# startup_display_seq

==> startup_display_seq/congestion.png <==
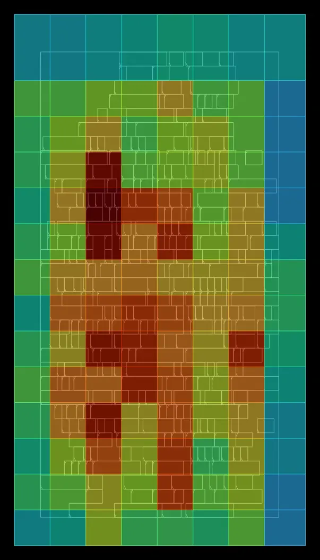

## config.mk

```make
export PLATFORM = sky130hd
export DESIGN_NAME = startup_display_seq
export DESIGN_NICKNAME = d
export VERILOG_FILES = /design/src/rtl/startup_display_seq.sv
export SDC_FILE = /design/constraint.sdc
export NUM_CORES = 1
export LEC_CHECK = 0
export ABC_AREA = 1
export CORE_ASPECT_RATIO = 2
export CORE_MARGIN = 5
export CORE_UTILIZATION = 50
export CTS_CLUSTER_DIAMETER = 80
export DETAILED_ROUTE_END_ITERATION = 6
export GPL_TIMING_DRIVEN = 0
export PLACE_DENSITY_LB_ADDON = 0.25
export SETUP_SLACK_MARGIN = 0.1
export SYNTH_ARGS = -nofsm -noshare
export SYNTH_HDL_FRONTEND = slang
export SYNTH_SLANG_ARGS = --single-unit
```

## constraint.sdc

```tcl
create_clock -name CLK -period 1.7 [get_ports CLK]
set_input_delay 0.34 -clock CLK [delete_from_list [all_inputs] [get_ports CLK]]
set_output_delay 0.34 -clock CLK [all_outputs]
set_load 0.01 [all_outputs]
```

## src/rtl/startup_display_seq.sv

```systemverilog
// Front-panel startup display sequencer: walks N_PAT patterns, holding each for DWELL
// clocks, LOOPS times (0 = until ABORT), with HOLD freeze, ABORT and re-arm via RUN.
module startup_display_seq #(
    parameter int N_PAT  = 8,
    parameter int ADR_W  = 3,
    parameter int TMR_W  = 16,
    parameter int DWELL  = 3000,
    parameter int SETTLE = 1,
    parameter int LOOPS  = 1
) (
    input  logic             CLK,
    input  logic             RST,
    input  logic             RUN,
    input  logic             HOLD,
    input  logic             ABORT,
    output logic [ADR_W-1:0] ADR,
    output logic             NXT_ADR,
    output logic             LOAD_PAT,
    output logic             CLEAR,
    output logic             DISP,
    output logic             BUSY,
    output logic             FINISHED
);

    typedef enum logic [2:0] {
        S_IDLE,
        S_LOAD,
        S_WAIT,
        S_NEXT,
        S_SETTLE,
        S_END
    } state_t;

    localparam logic [ADR_W-1:0] ADR_LAST    = ADR_W'(N_PAT - 1);
    localparam logic [TMR_W-1:0] TMR_LAST    = TMR_W'(DWELL - 1);
    localparam logic [3:0]       SETTLE_LAST = 4'(SETTLE - 1);
    localparam logic [7:0]       LOOP_LAST   = 8'(LOOPS - 1);
    localparam bit               ENDLESS     = (LOOPS == 0);

    state_t           state, nxt_state;
    logic [TMR_W-1:0] timer;
    logic [3:0]       settle_cnt;
    logic [7:0]       loop_cnt;
    logic             dwell_done, settle_done, last_walk, in_seq;
    logic             nxt_adr_d, load_pat_d, clear_d, disp_d, busy_d, finished_d;

    assign dwell_done  = (timer == TMR_LAST) && !HOLD;
    assign settle_done = (settle_cnt == SETTLE_LAST);
    assign last_walk   = (ADR == ADR_LAST) && !ENDLESS && (loop_cnt == LOOP_LAST);
    assign in_seq      = (state == S_LOAD) || (state == S_WAIT) ||
                         (state == S_NEXT) || (state == S_SETTLE);

    // State and output registers; outputs are decoded from nxt_state so they line up with the state.
    always_ff @(posedge CLK or posedge RST) begin
        if (RST) begin
            state    <= S_IDLE;
            NXT_ADR  <= 1'b0;
            LOAD_PAT <= 1'b0;
            CLEAR    <= 1'b1;
            DISP     <= 1'b0;
            BUSY     <= 1'b0;
            FINISHED <= 1'b0;
        end else begin
            // NOTE: non-blocking here so every register samples pre-edge values regardless of order.
            state    <= nxt_state;
            NXT_ADR  <= nxt_adr_d;
            LOAD_PAT <= load_pat_d;
            CLEAR    <= clear_d;
            DISP     <= disp_d;
            BUSY     <= busy_d;
            FINISHED <= finished_d;
        end
    end

    always_comb begin
        // NOTE: default first so no path through the case leaves nxt_state unassigned (no latch).
        nxt_state = state;
        case (state)
            S_IDLE:   if (!ABORT && RUN) nxt_state = S_LOAD;
            S_LOAD:   nxt_state = S_WAIT;
            S_WAIT:   if (dwell_done) nxt_state = last_walk ? S_END : S_NEXT;
            S_NEXT:   nxt_state = S_SETTLE;
            S_SETTLE: if (settle_done) nxt_state = S_LOAD;
            S_END:    if (!RUN) nxt_state = S_IDLE;
            default:  nxt_state = S_IDLE;
        endcase
        if (ABORT && in_seq) nxt_state = S_END;
    end

    always_comb begin
        nxt_adr_d  = 1'b0;
        load_pat_d = 1'b0;
        clear_d    = 1'b0;
        disp_d     = 1'b0;
        busy_d     = 1'b0;
        finished_d = 1'b0;
        case (nxt_state)
            S_LOAD:   begin load_pat_d = 1'b1; disp_d = 1'b1; busy_d = 1'b1; end
            S_WAIT:   begin disp_d = 1'b1; busy_d = 1'b1; end
            S_NEXT:   begin nxt_adr_d = 1'b1; disp_d = 1'b1; busy_d = 1'b1; end
            S_SETTLE: begin disp_d = 1'b1; busy_d = 1'b1; end
            S_END:    begin clear_d = 1'b1; finished_d = 1'b1; end
            default:  clear_d = 1'b1;
        endcase
    end

    // Timers restart from zero on every state entry; HOLD only freezes the dwell timer.
    always_ff @(posedge CLK or posedge RST) begin
        if (RST) begin
            ADR        <= '0;
            timer      <= '0;
            settle_cnt <= '0;
            loop_cnt   <= '0;
        end else begin
            if (state == S_WAIT && nxt_state == S_WAIT)
                timer <= HOLD ? timer : timer + TMR_W'(1);
            else
                timer <= '0;

            if (state == S_SETTLE && nxt_state == S_SETTLE)
                settle_cnt <= settle_cnt + 4'd1;
            else
                settle_cnt <= '0;

            if (state == S_IDLE && nxt_state == S_LOAD) begin
                ADR      <= '0;
                loop_cnt <= '0;
            end else if (nxt_state == S_NEXT) begin
                if (ADR == ADR_LAST) begin
                    ADR <= '0;
                    if (loop_cnt != 8'hFF) loop_cnt <= loop_cnt + 8'd1;
                end else begin
                    ADR <= ADR + ADR_W'(1);
                end
            end
        end
    end

endmodule

```

# fb_arbiter

`config.mk`:
```
export PLATFORM = sky130hd
export DESIGN_NAME = fb_arbiter
export DESIGN_NICKNAME = d
export VERILOG_FILES = /design/src/rtl/fb_pkg.sv /design/src/rtl/sram_access_seq.sv /design/src/rtl/fb_arbiter.sv
export SDC_FILE = /design/constraint.sdc
export NUM_CORES = 1
export LEC_CHECK = 0
export ABC_CLOCK_PERIOD_IN_PS = 4190
export CORE_MARGIN = 2
export CORE_UTILIZATION = 25
export CTS_BUF_LIST = sky130_fd_sc_hd__clkbuf_16
export CTS_CLUSTER_SIZE = 14
export DETAILED_ROUTE_END_ITERATION = 12
export PLACE_DENSITY_LB_ADDON = 0.25
export SYNTH_ARGS = -nofsm -noshare
export SYNTH_HDL_FRONTEND = slang
export SYNTH_SLANG_ARGS = --single-unit
export TNS_END_PERCENT = 100
```
`constraint.sdc`:
```
create_clock -name CLK -period 4.19 [get_ports CLK]
set_clock_uncertainty 0.05 [all_clocks]
set_input_delay 1.257 -clock CLK [delete_from_list [all_inputs] [get_ports CLK]]
set_output_delay 1.257 -clock CLK [all_outputs]
set_load 0.05 [all_outputs]
```
`src/rtl/fb_pkg.sv`:
```
// Shared definitions for the framebuffer SRAM arbiter: state encoding,
// default bus widths, active-low strobe levels and requester IDs.
package fb_pkg;

    localparam int FB_ADDR_W = 16;
    localparam int FB_DATA_W = 16;

    typedef enum logic [1:0] {
        S_IDLE   = 2'd0,
        S_ACCESS = 2'd1,
        S_DONE   = 2'd2
    } fb_state_e;

    // Plain vector forms of the states for the sequencer's state register.
    localparam logic [1:0] ST_IDLE   = S_IDLE;
    localparam logic [1:0] ST_ACCESS = S_ACCESS;
    localparam logic [1:0] ST_DONE   = S_DONE;

    localparam logic STROBE_ON  = 1'b0;
    localparam logic STROBE_OFF = 1'b1;

    localparam logic REQ_DISP = 1'b0;
    localparam logic REQ_CPU  = 1'b1;

endpackage

```
`src/rtl/sram_access_seq.sv`:
```
// Runs one timed SRAM access (ACCESS for ACCESS_CYCLES cycles, then DONE)
// from a request latched on i_start, driving every SRAM pin from registers.
module sram_access_seq
    import fb_pkg::*;
#(
    parameter int ADDR_W        = FB_ADDR_W,
    parameter int DATA_W        = FB_DATA_W,
    parameter int ACCESS_CYCLES = 2
) (
    input  logic              clk,
    input  logic              rst_n,
    input  logic              i_start,
    input  logic [ADDR_W-1:0] i_addr,
    input  logic [DATA_W-1:0] i_wdata,
    input  logic [1:0]        i_be,
    input  logic              i_write,
    output logic              o_idle,
    output logic              o_last_access,
    output logic              o_write,
    output logic [ADDR_W-1:0] o_addr,
    output logic [DATA_W-1:0] o_wdata,
    output logic              o_data_oe,
    output logic              o_ce,
    output logic              o_oe,
    output logic              o_wr,
    output logic              o_ub,
    output logic              o_lb
);

    localparam int CNT_W = (ACCESS_CYCLES > 2) ? $clog2(ACCESS_CYCLES) : 1;
    localparam logic [CNT_W-1:0] LAST_CNT = CNT_W'(ACCESS_CYCLES - 1);

    logic [1:0]        r_state;
    logic [CNT_W-1:0]  r_cnt;
    logic              r_write;
    logic [ADDR_W-1:0] r_addr;
    logic [DATA_W-1:0] r_wdata;
    logic              r_data_oe;
    logic              r_ce;
    logic              r_oe;
    logic              r_wr;
    logic              r_ub;
    logic              r_lb;

    always_ff @(posedge clk or negedge rst_n) begin
        if (!rst_n) begin
            r_state   <= ST_IDLE;
            r_cnt     <= '0;
            r_write   <= 1'b0;
            r_addr    <= '0;
            r_wdata   <= '0;
            r_data_oe <= 1'b0;
            r_ce      <= STROBE_OFF;
            r_oe      <= STROBE_OFF;
            r_wr      <= STROBE_OFF;
            r_ub      <= STROBE_OFF;
            r_lb      <= STROBE_OFF;
        end else begin
            case (r_state)
                ST_IDLE: begin
                    if (i_start) begin
                        r_state <= ST_ACCESS;
                        r_cnt   <= '0;
                        r_write <= i_write;
                        r_addr  <= i_addr;
                        r_wdata <= i_wdata;
                        r_ce    <= STROBE_ON;
                        // WR stays off for the first cycle so the address settles first.
                        r_wr    <= STROBE_OFF;
                        if (i_write) begin
                            r_oe      <= STROBE_OFF;
                            r_data_oe <= 1'b1;
                            r_ub      <= ~i_be[1];
                            r_lb      <= ~i_be[0];
                        end else begin
                            r_oe      <= STROBE_ON;
                            r_data_oe <= 1'b0;
                            r_ub      <= STROBE_ON;
                            r_lb      <= STROBE_ON;
                        end
                    end
                end
                ST_ACCESS: begin
                    if (r_cnt == LAST_CNT) begin
                        r_state <= ST_DONE;
                        r_ce    <= STROBE_OFF;
                        r_oe    <= STROBE_OFF;
                        r_wr    <= STROBE_OFF;
                        r_ub    <= STROBE_OFF;
                        r_lb    <= STROBE_OFF;
                        // DATA_OE deliberately untouched: write data is held through DONE.
                    end else begin
                        r_cnt <= r_cnt + 1'b1;
                        if (r_write) begin
                            r_wr <= STROBE_ON;
                        end
                    end
                end
                ST_DONE: begin
                    r_state   <= ST_IDLE;
                    r_data_oe <= 1'b0;
                end
                default: begin
                    r_state   <= ST_IDLE;
                    r_data_oe <= 1'b0;
                end
            endcase
        end
    end

    assign o_idle        = (r_state == ST_IDLE);
    assign o_last_access = (r_state == ST_ACCESS) && (r_cnt == LAST_CNT);
    assign o_write       = r_write;
    assign o_addr        = r_addr;
    assign o_wdata       = r_wdata;
    assign o_data_oe     = r_data_oe;
    assign o_ce          = r_ce;
    assign o_oe          = r_oe;
    assign o_wr          = r_wr;
    assign o_ub          = r_ub;
    assign o_lb          = r_lb;

endmodule

```
`src/rtl/fb_arbiter.sv`:
```
// Framebuffer SRAM arbiter: display-priority grant with a CPU starvation
// bound, ack/rdata routing, and a sequencer that owns the SRAM pins.
module fb_arbiter
    import fb_pkg::*;
#(
    parameter int ADDR_W        = FB_ADDR_W,
    parameter int DATA_W        = FB_DATA_W,
    parameter int ACCESS_CYCLES = 2,
    parameter int STARVE_MAX    = 8
) (
    input  logic              CLK,
    input  logic              RESET_N,
    input  logic              cpu_req,
    input  logic              cpu_write,
    input  logic [ADDR_W-1:0] cpu_addr,
    input  logic [DATA_W-1:0] cpu_wdata,
    input  logic [1:0]        cpu_be,
    output logic              cpu_ack,
    output logic [DATA_W-1:0] cpu_rdata,
    input  logic              disp_req,
    input  logic [ADDR_W-1:0] disp_addr,
    output logic              disp_ack,
    output logic [DATA_W-1:0] disp_rdata,
    output logic [ADDR_W-1:0] ADDRESS_PINS,
    output logic [DATA_W-1:0] DATA_OUT_PINS,
    input  logic [DATA_W-1:0] DATA_IN_PINS,
    output logic              DATA_OE,
    output logic              CE,
    output logic              OE,
    output logic              WR,
    output logic              UB,
    output logic              LB,
    output logic              busy
);

    localparam int STARVE_W = $clog2(STARVE_MAX + 1);
    localparam logic [STARVE_W-1:0] STARVE_LIMIT = STARVE_W'(STARVE_MAX);

    logic                r_grant_id;
    logic [STARVE_W-1:0] r_starve_cnt;
    logic                r_cpu_ack;
    logic                r_disp_ack;
    logic [DATA_W-1:0]   r_cpu_rdata;
    logic [DATA_W-1:0]   r_disp_rdata;

    logic                w_seq_idle;
    logic                w_last_access;
    logic                w_seq_write;
    logic                w_cpu_win;
    logic                w_start;
    logic [ADDR_W-1:0]   w_req_addr;
    logic [1:0]          w_req_be;
    logic                w_req_write;

    // CPU only beats a pending display request once the starvation bound is hit.
    assign w_cpu_win   = cpu_req && (!disp_req || (r_starve_cnt == STARVE_LIMIT));
    assign w_start     = w_seq_idle && (cpu_req || disp_req);
    assign w_req_addr  = w_cpu_win ? cpu_addr : disp_addr;
    assign w_req_be    = w_cpu_win ? cpu_be : 2'b11;
    assign w_req_write = w_cpu_win && cpu_write;

    always_ff @(posedge CLK or negedge RESET_N) begin
        if (!RESET_N) begin
            r_grant_id   <= REQ_DISP;
            r_starve_cnt <= '0;
            r_cpu_ack    <= 1'b0;
            r_disp_ack   <= 1'b0;
            r_cpu_rdata  <= '0;
            r_disp_rdata <= '0;
        end else begin
            r_cpu_ack  <= 1'b0;
            r_disp_ack <= 1'b0;
            if (w_seq_idle) begin
                if (!cpu_req || w_cpu_win) begin
                    r_starve_cnt <= '0;
                end else if (r_starve_cnt != STARVE_LIMIT) begin
                    r_starve_cnt <= r_starve_cnt + 1'b1;
                end
                if (w_start) begin
                    r_grant_id <= w_cpu_win ? REQ_CPU : REQ_DISP;
                end
            end
            if (w_last_access) begin
                if (r_grant_id == REQ_CPU) begin
                    r_cpu_ack <= 1'b1;
                    if (!w_seq_write) begin
                        r_cpu_rdata <= DATA_IN_PINS;
                    end
                end else begin
                    r_disp_ack   <= 1'b1;
                    r_disp_rdata <= DATA_IN_PINS;
                end
            end
        end
    end

    sram_access_seq #(
        .ADDR_W        (ADDR_W),
        .DATA_W        (DATA_W),
        .ACCESS_CYCLES (ACCESS_CYCLES)
    ) u_seq (
        .clk           (CLK),
        .rst_n         (RESET_N),
        .i_start       (w_start),
        .i_addr        (w_req_addr),
        .i_wdata       (cpu_wdata),
        .i_be          (w_req_be),
        .i_write       (w_req_write),
        .o_idle        (w_seq_idle),
        .o_last_access (w_last_access),
        .o_write       (w_seq_write),
        .o_addr        (ADDRESS_PINS),
        .o_wdata       (DATA_OUT_PINS),
        .o_data_oe     (DATA_OE),
        .o_ce          (CE),
        .o_oe          (OE),
        .o_wr          (WR),
        .o_ub          (UB),
        .o_lb          (LB)
    );

    assign cpu_ack    = r_cpu_ack;
    assign disp_ack   = r_disp_ack;
    assign cpu_rdata  = r_cpu_rdata;
    assign disp_rdata = r_disp_rdata;
    assign busy       = !w_seq_idle;

endmodule

```
# redmule_tile_sequencer_flat

$ cat src/rtl/redmule_tile_sequencer_if.sv
// Load/store request bus between the RedMulE tile sequencer (master) and the
// datapath engine (slave).
interface redmule_tile_sequencer_if #(
   parameter int unsigned CntWidth = 16
) ();
   logic                ld_valid_o;
   logic                ld_ready_i;
   logic [CntWidth-1:0] m_idx_o;
   logic [CntWidth-1:0] n_idx_o;
   logic [CntWidth-1:0] k_idx_o;
   logic                ld_last_k_o;
   logic                acc_done_i;
   logic                st_valid_o;
   logic                st_ready_i;

   modport master (
      output ld_valid_o, m_idx_o, n_idx_o, k_idx_o, ld_last_k_o, st_valid_o,
      input  ld_ready_i, acc_done_i, st_ready_i
   );

   modport slave (
      input  ld_valid_o, m_idx_o, n_idx_o, k_idx_o, ld_last_k_o, st_valid_o,
      output ld_ready_i, acc_done_i, st_ready_i
   );
endinterface

$ cat src/rtl/redmule_tile_sequencer.sv
// Walks an M x N x K tile space (m outer, n middle, k inner), issuing load and
// store requests. Define REDMULE_SEQ_PERF_EN to build the busy/stall counters.
module redmule_tile_sequencer #(
   parameter int unsigned CntWidth  = 16,
   parameter int unsigned PerfWidth = 32
) (
   input  logic                     clk_i,
   input  logic                     rst_ni,
   input  logic                     clear_i,
   input  logic                     start_i,
   input  logic [CntWidth-1:0]      m_tiles_i,
   input  logic [CntWidth-1:0]      n_tiles_i,
   input  logic [CntWidth-1:0]      k_tiles_i,
   redmule_tile_sequencer_if.master seq_if,
   output logic                     busy_o,
   output logic                     done_o,
   output logic                     err_o,
   output logic [PerfWidth-1:0]     cycle_cnt_o,
   output logic [PerfWidth-1:0]     stall_cnt_o
);

   typedef enum logic [2:0] {
      IDLE     = 3'd0,
      LOAD     = 3'd1,
      WAIT_ACC = 3'd2,
      STORE    = 3'd3,
      FINISH   = 3'd4
   } state_e;

   state_e              state_q, state_d;
   logic [CntWidth-1:0] m_tot_q, m_tot_d, n_tot_q, n_tot_d, k_tot_q, k_tot_d;
   logic [CntWidth-1:0] m_idx_q, m_idx_d, n_idx_q, n_idx_d, k_idx_q, k_idx_d;
   logic                ld_valid_q, ld_valid_d, st_valid_q, st_valid_d;
   logic                ld_last_q, ld_last_d;
   logic                busy_q, busy_d, done_q, done_d, err_q, err_d;
   logic                ld_hs, st_hs;

   // Next-state and registered-output computation for the tile walk.
   always_comb begin
      state_d    = state_q;
      m_tot_d    = m_tot_q;
      n_tot_d    = n_tot_q;
      k_tot_d    = k_tot_q;
      m_idx_d    = m_idx_q;
      n_idx_d    = n_idx_q;
      k_idx_d    = k_idx_q;
      ld_valid_d = ld_valid_q;
      st_valid_d = st_valid_q;
      ld_last_d  = ld_last_q;
      busy_d     = busy_q;
      done_d     = 1'b0;
      err_d      = 1'b0;
      ld_hs      = ld_valid_q && seq_if.ld_ready_i;
      st_hs      = st_valid_q && seq_if.st_ready_i;

      if (clear_i) begin
         state_d    = IDLE;
         m_tot_d    = '0;
         n_tot_d    = '0;
         k_tot_d    = '0;
         m_idx_d    = '0;
         n_idx_d    = '0;
         k_idx_d    = '0;
         ld_valid_d = 1'b0;
         st_valid_d = 1'b0;
         ld_last_d  = 1'b0;
         busy_d     = 1'b0;
      end else begin
         case (state_q)
            IDLE: begin
               if (start_i) begin
                  busy_d = 1'b1;
                  if ((m_tiles_i == '0) || (n_tiles_i == '0) || (k_tiles_i == '0)) begin
                     state_d = FINISH;
                     done_d  = 1'b1;
                     err_d   = 1'b1;
                  end else begin
                     state_d    = LOAD;
                     m_tot_d    = m_tiles_i;
                     n_tot_d    = n_tiles_i;
                     k_tot_d    = k_tiles_i;
                     m_idx_d    = '0;
                     n_idx_d    = '0;
                     k_idx_d    = '0;
                     ld_valid_d = 1'b1;
                     ld_last_d  = (k_tiles_i == CntWidth'(1));
                  end
               end else begin
                  state_d = IDLE;
               end
            end
            LOAD: begin
               if (ld_hs) begin
                  if (k_idx_q == k_tot_q - CntWidth'(1)) begin
                     k_idx_d    = '0;
                     state_d    = WAIT_ACC;
                     ld_valid_d = 1'b0;
                     ld_last_d  = 1'b0;
                  end else begin
                     k_idx_d   = k_idx_q + CntWidth'(1);
                     ld_last_d = (k_idx_q + CntWidth'(1) == k_tot_q - CntWidth'(1));
                  end
               end else begin
                  state_d = LOAD;
               end
            end
            WAIT_ACC: begin
               if (seq_if.acc_done_i) begin
                  state_d    = STORE;
                  st_valid_d = 1'b1;
               end else begin
                  state_d = WAIT_ACC;
               end
            end
            STORE: begin
               if (st_hs) begin
                  st_valid_d = 1'b0;
                  if (n_idx_q < n_tot_q - CntWidth'(1)) begin
                     n_idx_d    = n_idx_q + CntWidth'(1);
                     state_d    = LOAD;
                     ld_valid_d = 1'b1;
                     ld_last_d  = (k_tot_q == CntWidth'(1));
                  end else begin
                     n_idx_d = '0;
                     if (m_idx_q < m_tot_q - CntWidth'(1)) begin
                        m_idx_d    = m_idx_q + CntWidth'(1);
                        state_d    = LOAD;
                        ld_valid_d = 1'b1;
                        ld_last_d  = (k_tot_q == CntWidth'(1));
                     end else begin
                        state_d = FINISH;
                        done_d  = 1'b1;
                     end
                  end
               end else begin
                  state_d = STORE;
               end
            end
            FINISH: begin
               state_d = IDLE;
               busy_d  = 1'b0;
            end
            default: begin
               state_d    = IDLE;
               ld_valid_d = 1'b0;
               st_valid_d = 1'b0;
               ld_last_d  = 1'b0;
               busy_d     = 1'b0;
            end
         endcase
      end
   end

   // Sequencer state and registered outputs.
   always_ff @(posedge clk_i or negedge rst_ni) begin
      if (!rst_ni) begin
         state_q    <= IDLE;
         m_tot_q    <= '0;
         n_tot_q    <= '0;
         k_tot_q    <= '0;
         m_idx_q    <= '0;
         n_idx_q    <= '0;
         k_idx_q    <= '0;
         ld_valid_q <= 1'b0;
         st_valid_q <= 1'b0;
         ld_last_q  <= 1'b0;
         busy_q     <= 1'b0;
         done_q     <= 1'b0;
         err_q      <= 1'b0;
      end else begin
         state_q    <= state_d;
         m_tot_q    <= m_tot_d;
         n_tot_q    <= n_tot_d;
         k_tot_q    <= k_tot_d;
         m_idx_q    <= m_idx_d;
         n_idx_q    <= n_idx_d;
         k_idx_q    <= k_idx_d;
         ld_valid_q <= ld_valid_d;
         st_valid_q <= st_valid_d;
         ld_last_q  <= ld_last_d;
         busy_q     <= busy_d;
         done_q     <= done_d;
         err_q      <= err_d;
      end
   end

   assign seq_if.ld_valid_o  = ld_valid_q;
   assign seq_if.st_valid_o  = st_valid_q;
   assign seq_if.m_idx_o     = m_idx_q;
   assign seq_if.n_idx_o     = n_idx_q;
   assign seq_if.k_idx_o     = k_idx_q;
   assign seq_if.ld_last_k_o = ld_last_q;
   assign busy_o             = busy_q;
   assign done_o             = done_q;
   assign err_o              = err_q;

`ifdef REDMULE_SEQ_PERF_EN
   logic [PerfWidth-1:0] cycle_cnt_q, cycle_cnt_d, stall_cnt_q, stall_cnt_d;
   logic                 start_acc, stall_now;

   // Saturating busy/stall counters, restarted by each accepted start.
   always_comb begin
      start_acc   = (state_q == IDLE) && start_i;
      stall_now   = (ld_valid_q && !seq_if.ld_ready_i) || (st_valid_q && !seq_if.st_ready_i);
      cycle_cnt_d = cycle_cnt_q;
      stall_cnt_d = stall_cnt_q;
      if (clear_i || start_acc) begin
         cycle_cnt_d = '0;
         stall_cnt_d = '0;
      end else begin
         if (busy_q && (cycle_cnt_q != '1)) begin
            cycle_cnt_d = cycle_cnt_q + PerfWidth'(1);
         end else begin
            cycle_cnt_d = cycle_cnt_q;
         end
         if (stall_now && (stall_cnt_q != '1)) begin
            stall_cnt_d = stall_cnt_q + PerfWidth'(1);
         end else begin
            stall_cnt_d = stall_cnt_q;
         end
      end
   end

   // Performance counter registers.
   always_ff @(posedge clk_i or negedge rst_ni) begin
      if (!rst_ni) begin
         cycle_cnt_q <= '0;
         stall_cnt_q <= '0;
      end else begin
         cycle_cnt_q <= cycle_cnt_d;
         stall_cnt_q <= stall_cnt_d;
      end
   end

   assign cycle_cnt_o = cycle_cnt_q;
   assign stall_cnt_o = stall_cnt_q;
`else
   assign cycle_cnt_o = '0;
   assign stall_cnt_o = '0;
`endif

endmodule
$ cat src/flat_wrapper.sv
// flat-port wrapper written by rule: the top's interface ports become plain ports
module redmule_tile_sequencer_flat 
#(
   parameter int unsigned CntWidth  = 16,
   parameter int unsigned PerfWidth = 32
)
  (clk_i, rst_ni, clear_i, start_i, m_tiles_i, n_tiles_i, k_tiles_i, busy_o, done_o, err_o, cycle_cnt_o, stall_cnt_o, seq_if_ld_valid_o, seq_if_m_idx_o, seq_if_n_idx_o, seq_if_k_idx_o, seq_if_ld_last_k_o, seq_if_st_valid_o, seq_if_ld_ready_i, seq_if_acc_done_i, seq_if_st_ready_i);
  redmule_tile_sequencer_if #(.CntWidth(CntWidth)) seq_if_i ();
  input  logic clk_i;
  input  logic rst_ni;
  input  logic clear_i;
  input  logic start_i;
  input  logic [CntWidth-1:0] m_tiles_i;
  input  logic [CntWidth-1:0] n_tiles_i;
  input  logic [CntWidth-1:0] k_tiles_i;
  output logic busy_o;
  output logic done_o;
  output logic err_o;
  output logic [PerfWidth-1:0] cycle_cnt_o;
  output logic [PerfWidth-1:0] stall_cnt_o;
  output wire logic [$bits(seq_if_i.ld_valid_o)-1:0] seq_if_ld_valid_o;
  output wire logic [$bits(seq_if_i.m_idx_o)-1:0] seq_if_m_idx_o;
  output wire logic [$bits(seq_if_i.n_idx_o)-1:0] seq_if_n_idx_o;
  output wire logic [$bits(seq_if_i.k_idx_o)-1:0] seq_if_k_idx_o;
  output wire logic [$bits(seq_if_i.ld_last_k_o)-1:0] seq_if_ld_last_k_o;
  output wire logic [$bits(seq_if_i.st_valid_o)-1:0] seq_if_st_valid_o;
  input wire logic [$bits(seq_if_i.ld_ready_i)-1:0] seq_if_ld_ready_i;
  input wire logic [$bits(seq_if_i.acc_done_i)-1:0] seq_if_acc_done_i;
  input wire logic [$bits(seq_if_i.st_ready_i)-1:0] seq_if_st_ready_i;
  assign seq_if_ld_valid_o = seq_if_i.ld_valid_o;
  assign seq_if_m_idx_o = seq_if_i.m_idx_o;
  assign seq_if_n_idx_o = seq_if_i.n_idx_o;
  assign seq_if_k_idx_o = seq_if_i.k_idx_o;
  assign seq_if_ld_last_k_o = seq_if_i.ld_last_k_o;
  assign seq_if_st_valid_o = seq_if_i.st_valid_o;
  assign seq_if_i.ld_ready_i = seq_if_ld_ready_i;
  assign seq_if_i.acc_done_i = seq_if_acc_done_i;
  assign seq_if_i.st_ready_i = seq_if_st_ready_i;
  redmule_tile_sequencer #(.CntWidth(CntWidth), .PerfWidth(PerfWidth)) u_core (.clk_i(clk_i), .rst_ni(rst_ni), .clear_i(clear_i), .start_i(start_i), .m_tiles_i(m_tiles_i), .n_tiles_i(n_tiles_i), .k_tiles_i(k_tiles_i), .seq_if(seq_if_i), .busy_o(busy_o), .done_o(done_o), .err_o(err_o), .cycle_cnt_o(cycle_cnt_o), .stall_cnt_o(stall_cnt_o));
endmodule
$ cat config.mk
export PLATFORM = sky130hd
export DESIGN_NAME = redmule_tile_sequencer_flat
export DESIGN_NICKNAME = d
export VERILOG_FILES = /design/src/rtl/redmule_tile_sequencer_if.sv /design/src/rtl/redmule_tile_sequencer.sv /design/src/flat_wrapper.sv
export SDC_FILE = /design/constraint.sdc
export NUM_CORES = 1
export LEC_CHECK = 0
export CAP_MARGIN = 20
export CELL_PAD_IN_SITES_DETAIL_PLACEMENT = 1
export CELL_PAD_IN_SITES_GLOBAL_PLACEMENT = 1
export CORE_MARGIN = 5
export CORE_UTILIZATION = 40
export CTS_CLUSTER_SIZE = 20
export DETAILED_ROUTE_END_ITERATION = 10
export PLACE_DENSITY = 0.85
export SYNTH_ARGS = -nofsm -noshare
export SYNTH_HDL_FRONTEND = slang
export SYNTH_SLANG_ARGS = --single-unit
$ cat constraint.sdc
create_clock -name clk_i -period 7.8 [get_ports clk_i]
set_input_delay 1.95 -clock clk_i [delete_from_list [all_inputs] [get_ports clk_i]]
set_output_delay 1.95 -clock clk_i [all_outputs]
set_load 0.01 [all_outputs]
# alu_arbiter

--- src/rtl/alu_arbiter.sv ---
// Two-requester round-robin front end sharing one 32-bit ALU.
// A transfer latches the result; it is held until the consumer accepts it.
module alu_arbiter (
  input  logic        clk,
  input  logic        reset,
  input  logic [1:0]  req_valid,
  input  logic [31:0] req_a0,
  input  logic [31:0] req_b0,
  input  logic [2:0]  req_op0,
  input  logic [31:0] req_a1,
  input  logic [31:0] req_b1,
  input  logic [2:0]  req_op1,
  output logic [1:0]  req_ready,
  output logic        rsp_valid,
  input  logic        rsp_ready,
  output logic [31:0] rsp_data,
  output logic        rsp_id,
  output logic        rsp_err,
  output logic        busy
);

  localparam logic [0:0] IDLE = 1'b0;
  localparam logic [0:0] HOLD = 1'b1;

  logic [0:0]  state_q, state_d;
  logic        lg_q;
  logic [31:0] data_q;
  logic        id_q;
  logic        err_q;

  logic        grant;
  logic        xfer;
  logic [31:0] op_a, op_b;
  logic [2:0]  op_code;
  logic [31:0] alu_res;
  logic        alu_err;
  logic        big_shift;

  // Tie goes to whoever did not win last; otherwise the lone requester wins.
  always_comb begin
    if (req_valid == 2'b11) grant = ~lg_q;
    else                    grant = req_valid[1];
  end

  always_comb begin
    req_ready = 2'b00;
    if (!reset && state_q == IDLE && req_valid[grant])
      req_ready[grant] = 1'b1;
  end

  assign xfer    = |(req_valid & req_ready);
  assign op_a    = grant ? req_a1  : req_a0;
  assign op_b    = grant ? req_b1  : req_b0;
  assign op_code = grant ? req_op1 : req_op0;

  // Shift amount is the whole of B, so anything >= 32 saturates.
  assign big_shift = |op_b[31:5];

  always_comb begin
    alu_res = 32'd0;
    alu_err = 1'b0;
    case (op_code)
      3'd0: alu_res = op_a + op_b;
      3'd1: alu_res = op_a - op_b;
      3'd2: alu_res = op_a & op_b;
      3'd3: alu_res = op_a | op_b;
      3'd4: alu_res = big_shift ? 32'd0 : (op_a >> op_b[4:0]);
      3'd5: alu_res = big_shift ? {32{op_a[31]}} : 32'($signed(op_a) >>> op_b[4:0]);
      default: alu_err = 1'b1;
    endcase
  end

  always_comb begin
    state_d = state_q;
    case (state_q)
      IDLE:    if (xfer) state_d = HOLD;
      HOLD:    if (rsp_ready) state_d = IDLE;
      default: state_d = IDLE;
    endcase
  end

  always_ff @(posedge clk or posedge reset) begin
    if (reset) begin
      state_q <= IDLE;
      lg_q    <= 1'b1;
      data_q  <= 32'd0;
      id_q    <= 1'b0;
      err_q   <= 1'b0;
    end else begin
      state_q <= state_d;
      if (xfer) begin
        lg_q   <= grant;
        data_q <= alu_res;
        id_q   <= grant;
        err_q  <= alu_err;
      end
    end
  end

  assign rsp_valid = (state_q == HOLD);
  assign busy      = (state_q == HOLD);
  assign rsp_data  = data_q;
  assign rsp_id    = id_q;
  assign rsp_err   = err_q;

endmodule

--- config.mk ---
export PLATFORM = sky130hd
export DESIGN_NAME = alu_arbiter
export DESIGN_NICKNAME = d
export VERILOG_FILES = /design/src/rtl/alu_arbiter.sv
export SDC_FILE = /design/constraint.sdc
export NUM_CORES = 1
export LEC_CHECK = 0
export CELL_PAD_IN_SITES_DETAIL_PLACEMENT = 0
export CELL_PAD_IN_SITES_GLOBAL_PLACEMENT = 1
export CORE_MARGIN = 8
export CORE_UTILIZATION = 35
export DETAILED_ROUTE_END_ITERATION = 12
export PLACE_DENSITY = 0.79
export SLEW_MARGIN = 30
export SYNTH_ARGS = -nofsm -noshare
export SYNTH_HDL_FRONTEND = slang
export SYNTH_SLANG_ARGS = --single-unit
--- constraint.sdc ---
create_clock -name clk -period 4.65 [get_ports clk]
set_input_delay 0.93 -clock clk [delete_from_list [all_inputs] [get_ports clk]]
set_output_delay 0.93 -clock clk [all_outputs]
set_load 0.01 [all_outputs]

==> gallery <==
Ports around the boundary.
(a)
Drawn at 4 px/um. Pins as bars across the die edge, other pins in grey.
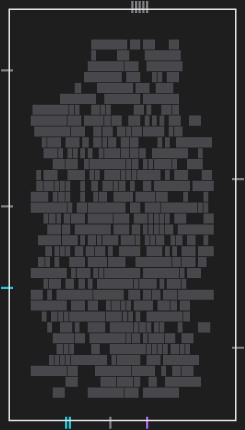
(b)
Drawn at 2 px/um. Pins as bars across the die edge, other pins in grey.
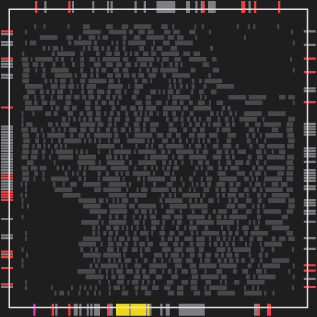
(c)
Drawn at 2 px/um. Pins as bars across the die edge, other pins in grey.
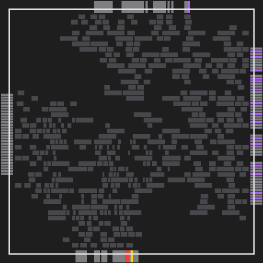
(d)
Drawn at 1.5 px/um. Pins as bars across the die edge, other pins in grey.
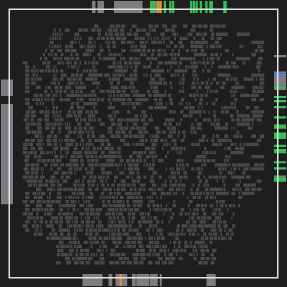
Of these, smallest die: (a)
Of these, largest die: (d)
fb_arbiter: (c)
alu_arbiter: (d)
startup_display_seq: (a)
redmule_tile_sequencer_flat: (b)

Key to (a):
legend:
  purple:
    port: `RST`
    pins: 1
    direction: input
    edge: bottom
  cyan:
    port: `ADR`
    pins: 3
    direction: output
    edge: 2 bottom, 1 left

==> fb_arbiter/congestion.png <==
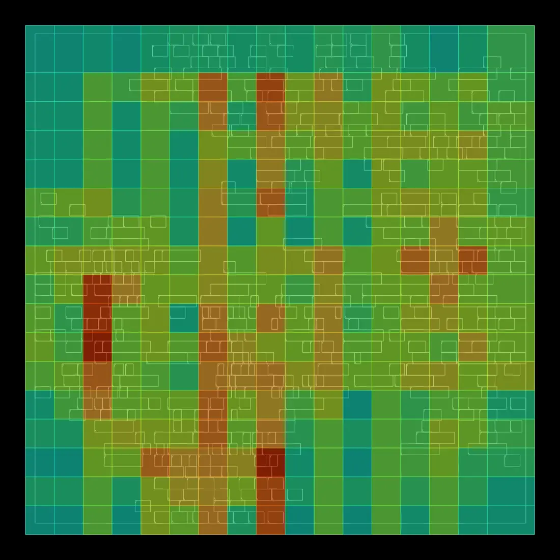
layer with the highest usage: met2
wire per inst: 15.42 um
met1 Use GR: 0.1631
total track usage: 0.1280
grt met2 use: 0.2051

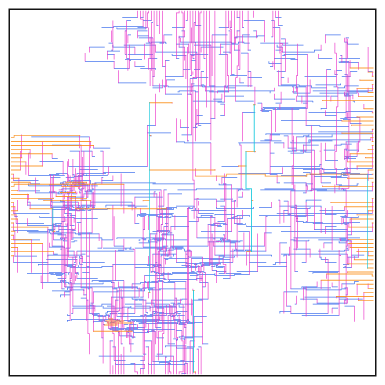
(fb_arbiter/wires.png)
Drawn at 3 px/um.
legend:
  cyan:
    layer: metal 4
    wire_length: 180 um
  orange:
    layer: metal 3
    wire_length: 757 um
  magenta:
    layer: metal 2
    wire_length: 4240 um
  blue:
    layer: metal 1
    wire_length: 3950 um
total wire length: 9126 um
total via count in the routed design: 2752

==> run_results.csv, fb_arbiter <==
group,metric,value,unit
pwr,combPwrFrac,0.556,
floorplan,rows,43,
detailed_routing,routed_via_density,4.649,
floorplan,floorplan.initialDensity,0.2523,
final_timing,hold_slack,0.4546,ns
clock_network,cts_root_buf,"clkbuf_16",
grt,grt_pass1_vias,2861,
outcome,status,"finished, final reports clean",
pwr,powerClk,831,uW
finish,logic_gates,162,
finish,inverters,7,
place,post-place-cells,576,
critical_path,startpoint_type,"flop",
synth,synthSimpleGateAreaFrac,0.07445,
pwr,p_sw,2311,uW
min_path,hold_path_class,"flop to flop",
finish,final_util,0.3893,
place,portBuffers,143,
synth,synth_cell_type_count,41,
floorplan,die-width,121.7,um
critical_path,reg2reg_slack,1.93,ns
synth,top_cell,"dfrtp_1",
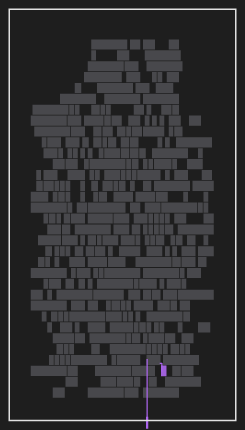
(startup_display_seq/io_fan.png)
Drawn at 4 px/um.
legend:
  purple:
    port: `RST`
    direction: input
    end_cells: 1
    buffers: 1
    wire: 17.3 um
IO Pins: 14
PortBufs: 13

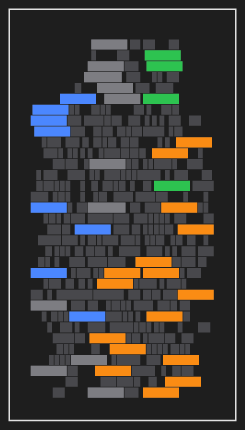
(startup_display_seq/flops_by_reg.png)
Drawn at 4 px/um. Other sequential cells in the stronger grey, the rest of the logic in the fainter grey.
legend:
  blue:
    name_in_the_netlist: `loop_cnt`
    sequential_cells: 8
  green:
    name_in_the_netlist: `settle_cnt`
    sequential_cells: 4
  orange:
    name_in_the_netlist: `timer`
    sequential_cells: 16
not coloured: 11
Final Util: 0.6948
FF+latch area: 978.4 sq um
total sequential power: 1200 uW

## Picture notes: startup_display_seq/congestion.png
layer with the highest usage: met2
wire per inst: 14.26 um

==> run_results.csv, startup_display_seq <==
group,metric,value,unit
outcome,status,"finished, violations left",
outcome,failed_checks,"negative setup slack",
detailed_routing,top_layer,"met4",
job,warning_count,31,
synth,ys.flops,39,
grt,grt_usage,0.1895,
synth,synthSimpleGateAreaFrac,0.3466,
final_timing,setup_viol,9,
place,post-place-cells,336,
synth,yosys-top-cells-count,"56 x nand2_1, 49 x nor2_1, 38 x dfrtp_1",
synth,top_cell,"nand2_1",
pwr,p_leak,0.001337,uW
floorplan,die_area,5761,sq um
critical_path,critical-path-top-delay-family,"simple AND/OR/NAND/NOR gates",
synth,mux_share,0,
critical_path,reg2reg_from,"loop_cnt[1]",
detailed_routing,wl_met3,134,um
synth,yosysTopAreaCell,"dfrtp_1",
finish,n_fill_cell,340,
final_timing,tns,-0.07097,ns
synth,async_flop_share,1.000,
final_timing,layout_setup_ws,-0.01357,ns
floorplan,rows,33,
synth,ys_sh_aoi,0.02225,
floorplan,core,4129,sq um
min_path,hp-start,"ABORT",
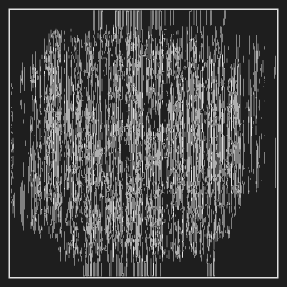
(alu_arbiter/layer_met2.png)
Drawn at 1.5 px/um.
nets with wire on the layer: 1602
main direction: vertical
share of all routed wire: 44%
longest straight run: 81.3 um
wire length on this layer: 22.3 mm
total via count in the routed design: 12420
grt met2 use: 0.4773
total wire length: 50270 um

==> run_results.csv, alu_arbiter <==
group,metric,value,unit
grt,grt_usage,0.3056,
floorplan,tap_cells,335,
pwr,top_power_group,"combinational logic",
min_path,hold_path_class,"flop to flop",
pwr,power_density,282.8,nW/um^2
outcome,failed_checks,"negative setup slack",
pwr,combPwrFrac,0.791,
critical_path,crit_path_frequent_cell,"a2111oi_4",
final_timing,setup_viol,5,
pwr,ir_worst_vdd,0.2207,mV
critical_path,cp.depth,21,
place,placed_cell_area,13350,sq um
min_path,hold_depth,1,
final_timing,finalClockSkew,0.006495,ns
final_timing,hold_slack,0.4868,ns
final_timing,final-max-slew-violation-count,0,
finish,drive_gt1_frac,0.2697,
finish,n_fill_cell,2480,
clock_network,cts_tree,"built",
outcome,status,"finished, violations left",
final_timing,layout_setup_ws,-0.06402,ns
floorplan,rows,59,
pwr,p_int,2070,uW
critical_path,reg2reg_slack,0.15,ns
grt,gr-total-overflow,0,
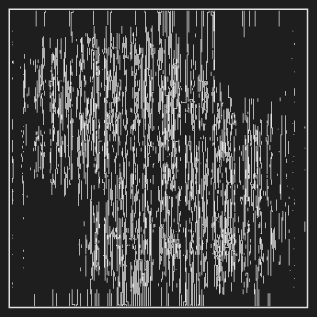
(redmule_tile_sequencer_flat/layer_met2.png)
Drawn at 2 px/um.
share of all routed wire: 49%
nets with wire on the layer: 986
total wire length: 22880 um
total via count in the routed design: 6883
grt met2 use: 0.3499

==> run_results.csv, redmule_tile_sequencer_flat <==
group,metric,value,unit
pwr,p_int,1013,uW
critical_path,ff2ff_path_depth,16,
critical_path,critical_path_buf_inv_count,2,
outcome,status,"finished, final reports clean",
min_path,min_to,"u_core.seq_if.ld_last_k_o",
detailed_routing,wl_met3,1081,um
synth,synthSimpleGateAreaFrac,0.2589,
final_timing,tightest_slew,0.9098,ns
detailed_routing,wl_met1,10310,um
finish,synthToLayoutAreaGrowth,16.76,%
synth,synth_area,7659,sq um
clock_network,hold_buffers,0,
grt,grt_usage,0.2077,
min_path,hold_path_class,"flop to flop",
synth,avgSynthCellArea,8.280,sq um
detailed_routing,wl_per_cell,18.35,um
clock_network,cts_root_buf,"clkbuf_16",
synth,flop_cell,"dfrtp_1",
detailed_routing,ant_nets,0,
critical_path,crit_path_top_delay_cell,"clkdlybuf4s50_1",
synth,ys_cells,925,
floorplan,die_area,22010,sq um
job,warning_count,27,


==> notes/layouts.md <==
Pictures saved along the way, in no particular order.

Signal wires by layer.
panel A
Drawn at 4 px/um.
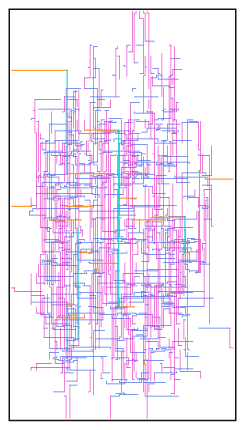
panel B
Drawn at 2 px/um.
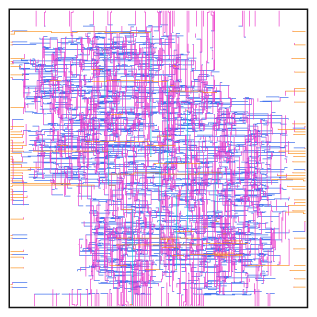
panel C
Drawn at 2 px/um.
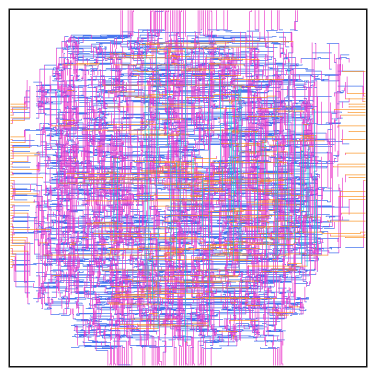
Panel C is alu_arbiter.
Panel A is startup_display_seq.
Panel B is redmule_tile_sequencer_flat.


==> notes/layouts.md <==
Pictures saved along the way, in no particular order.

I/O nets highlighted.
shot_01.png
Drawn at 2 px/um.
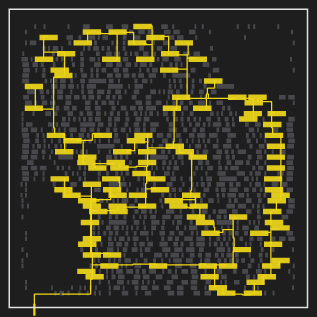
shot_02.png
Drawn at 2 px/um.
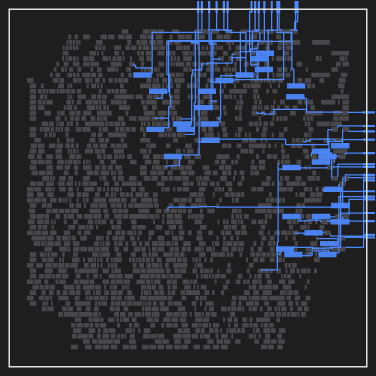
shot_03.png
Drawn at 3 px/um.
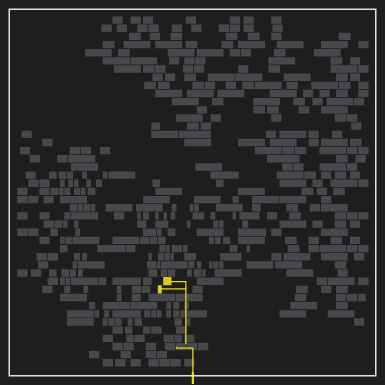
The one with the fewest cells is shot_03.png.
The one with the smallest die is shot_03.png.
| from | picture |
|---|---|
| fb_arbiter | shot_03.png |
| redmule_tile_sequencer_flat | shot_01.png |
| alu_arbiter | shot_02.png |

Key to shot_03.png:
legend:
  yellow:
    port: `cpu_write`
    direction: input
    end_cells: 2
    buffers: 1
    wire: 50.2 um

Power is estimated from default activity; no workload was simulated.
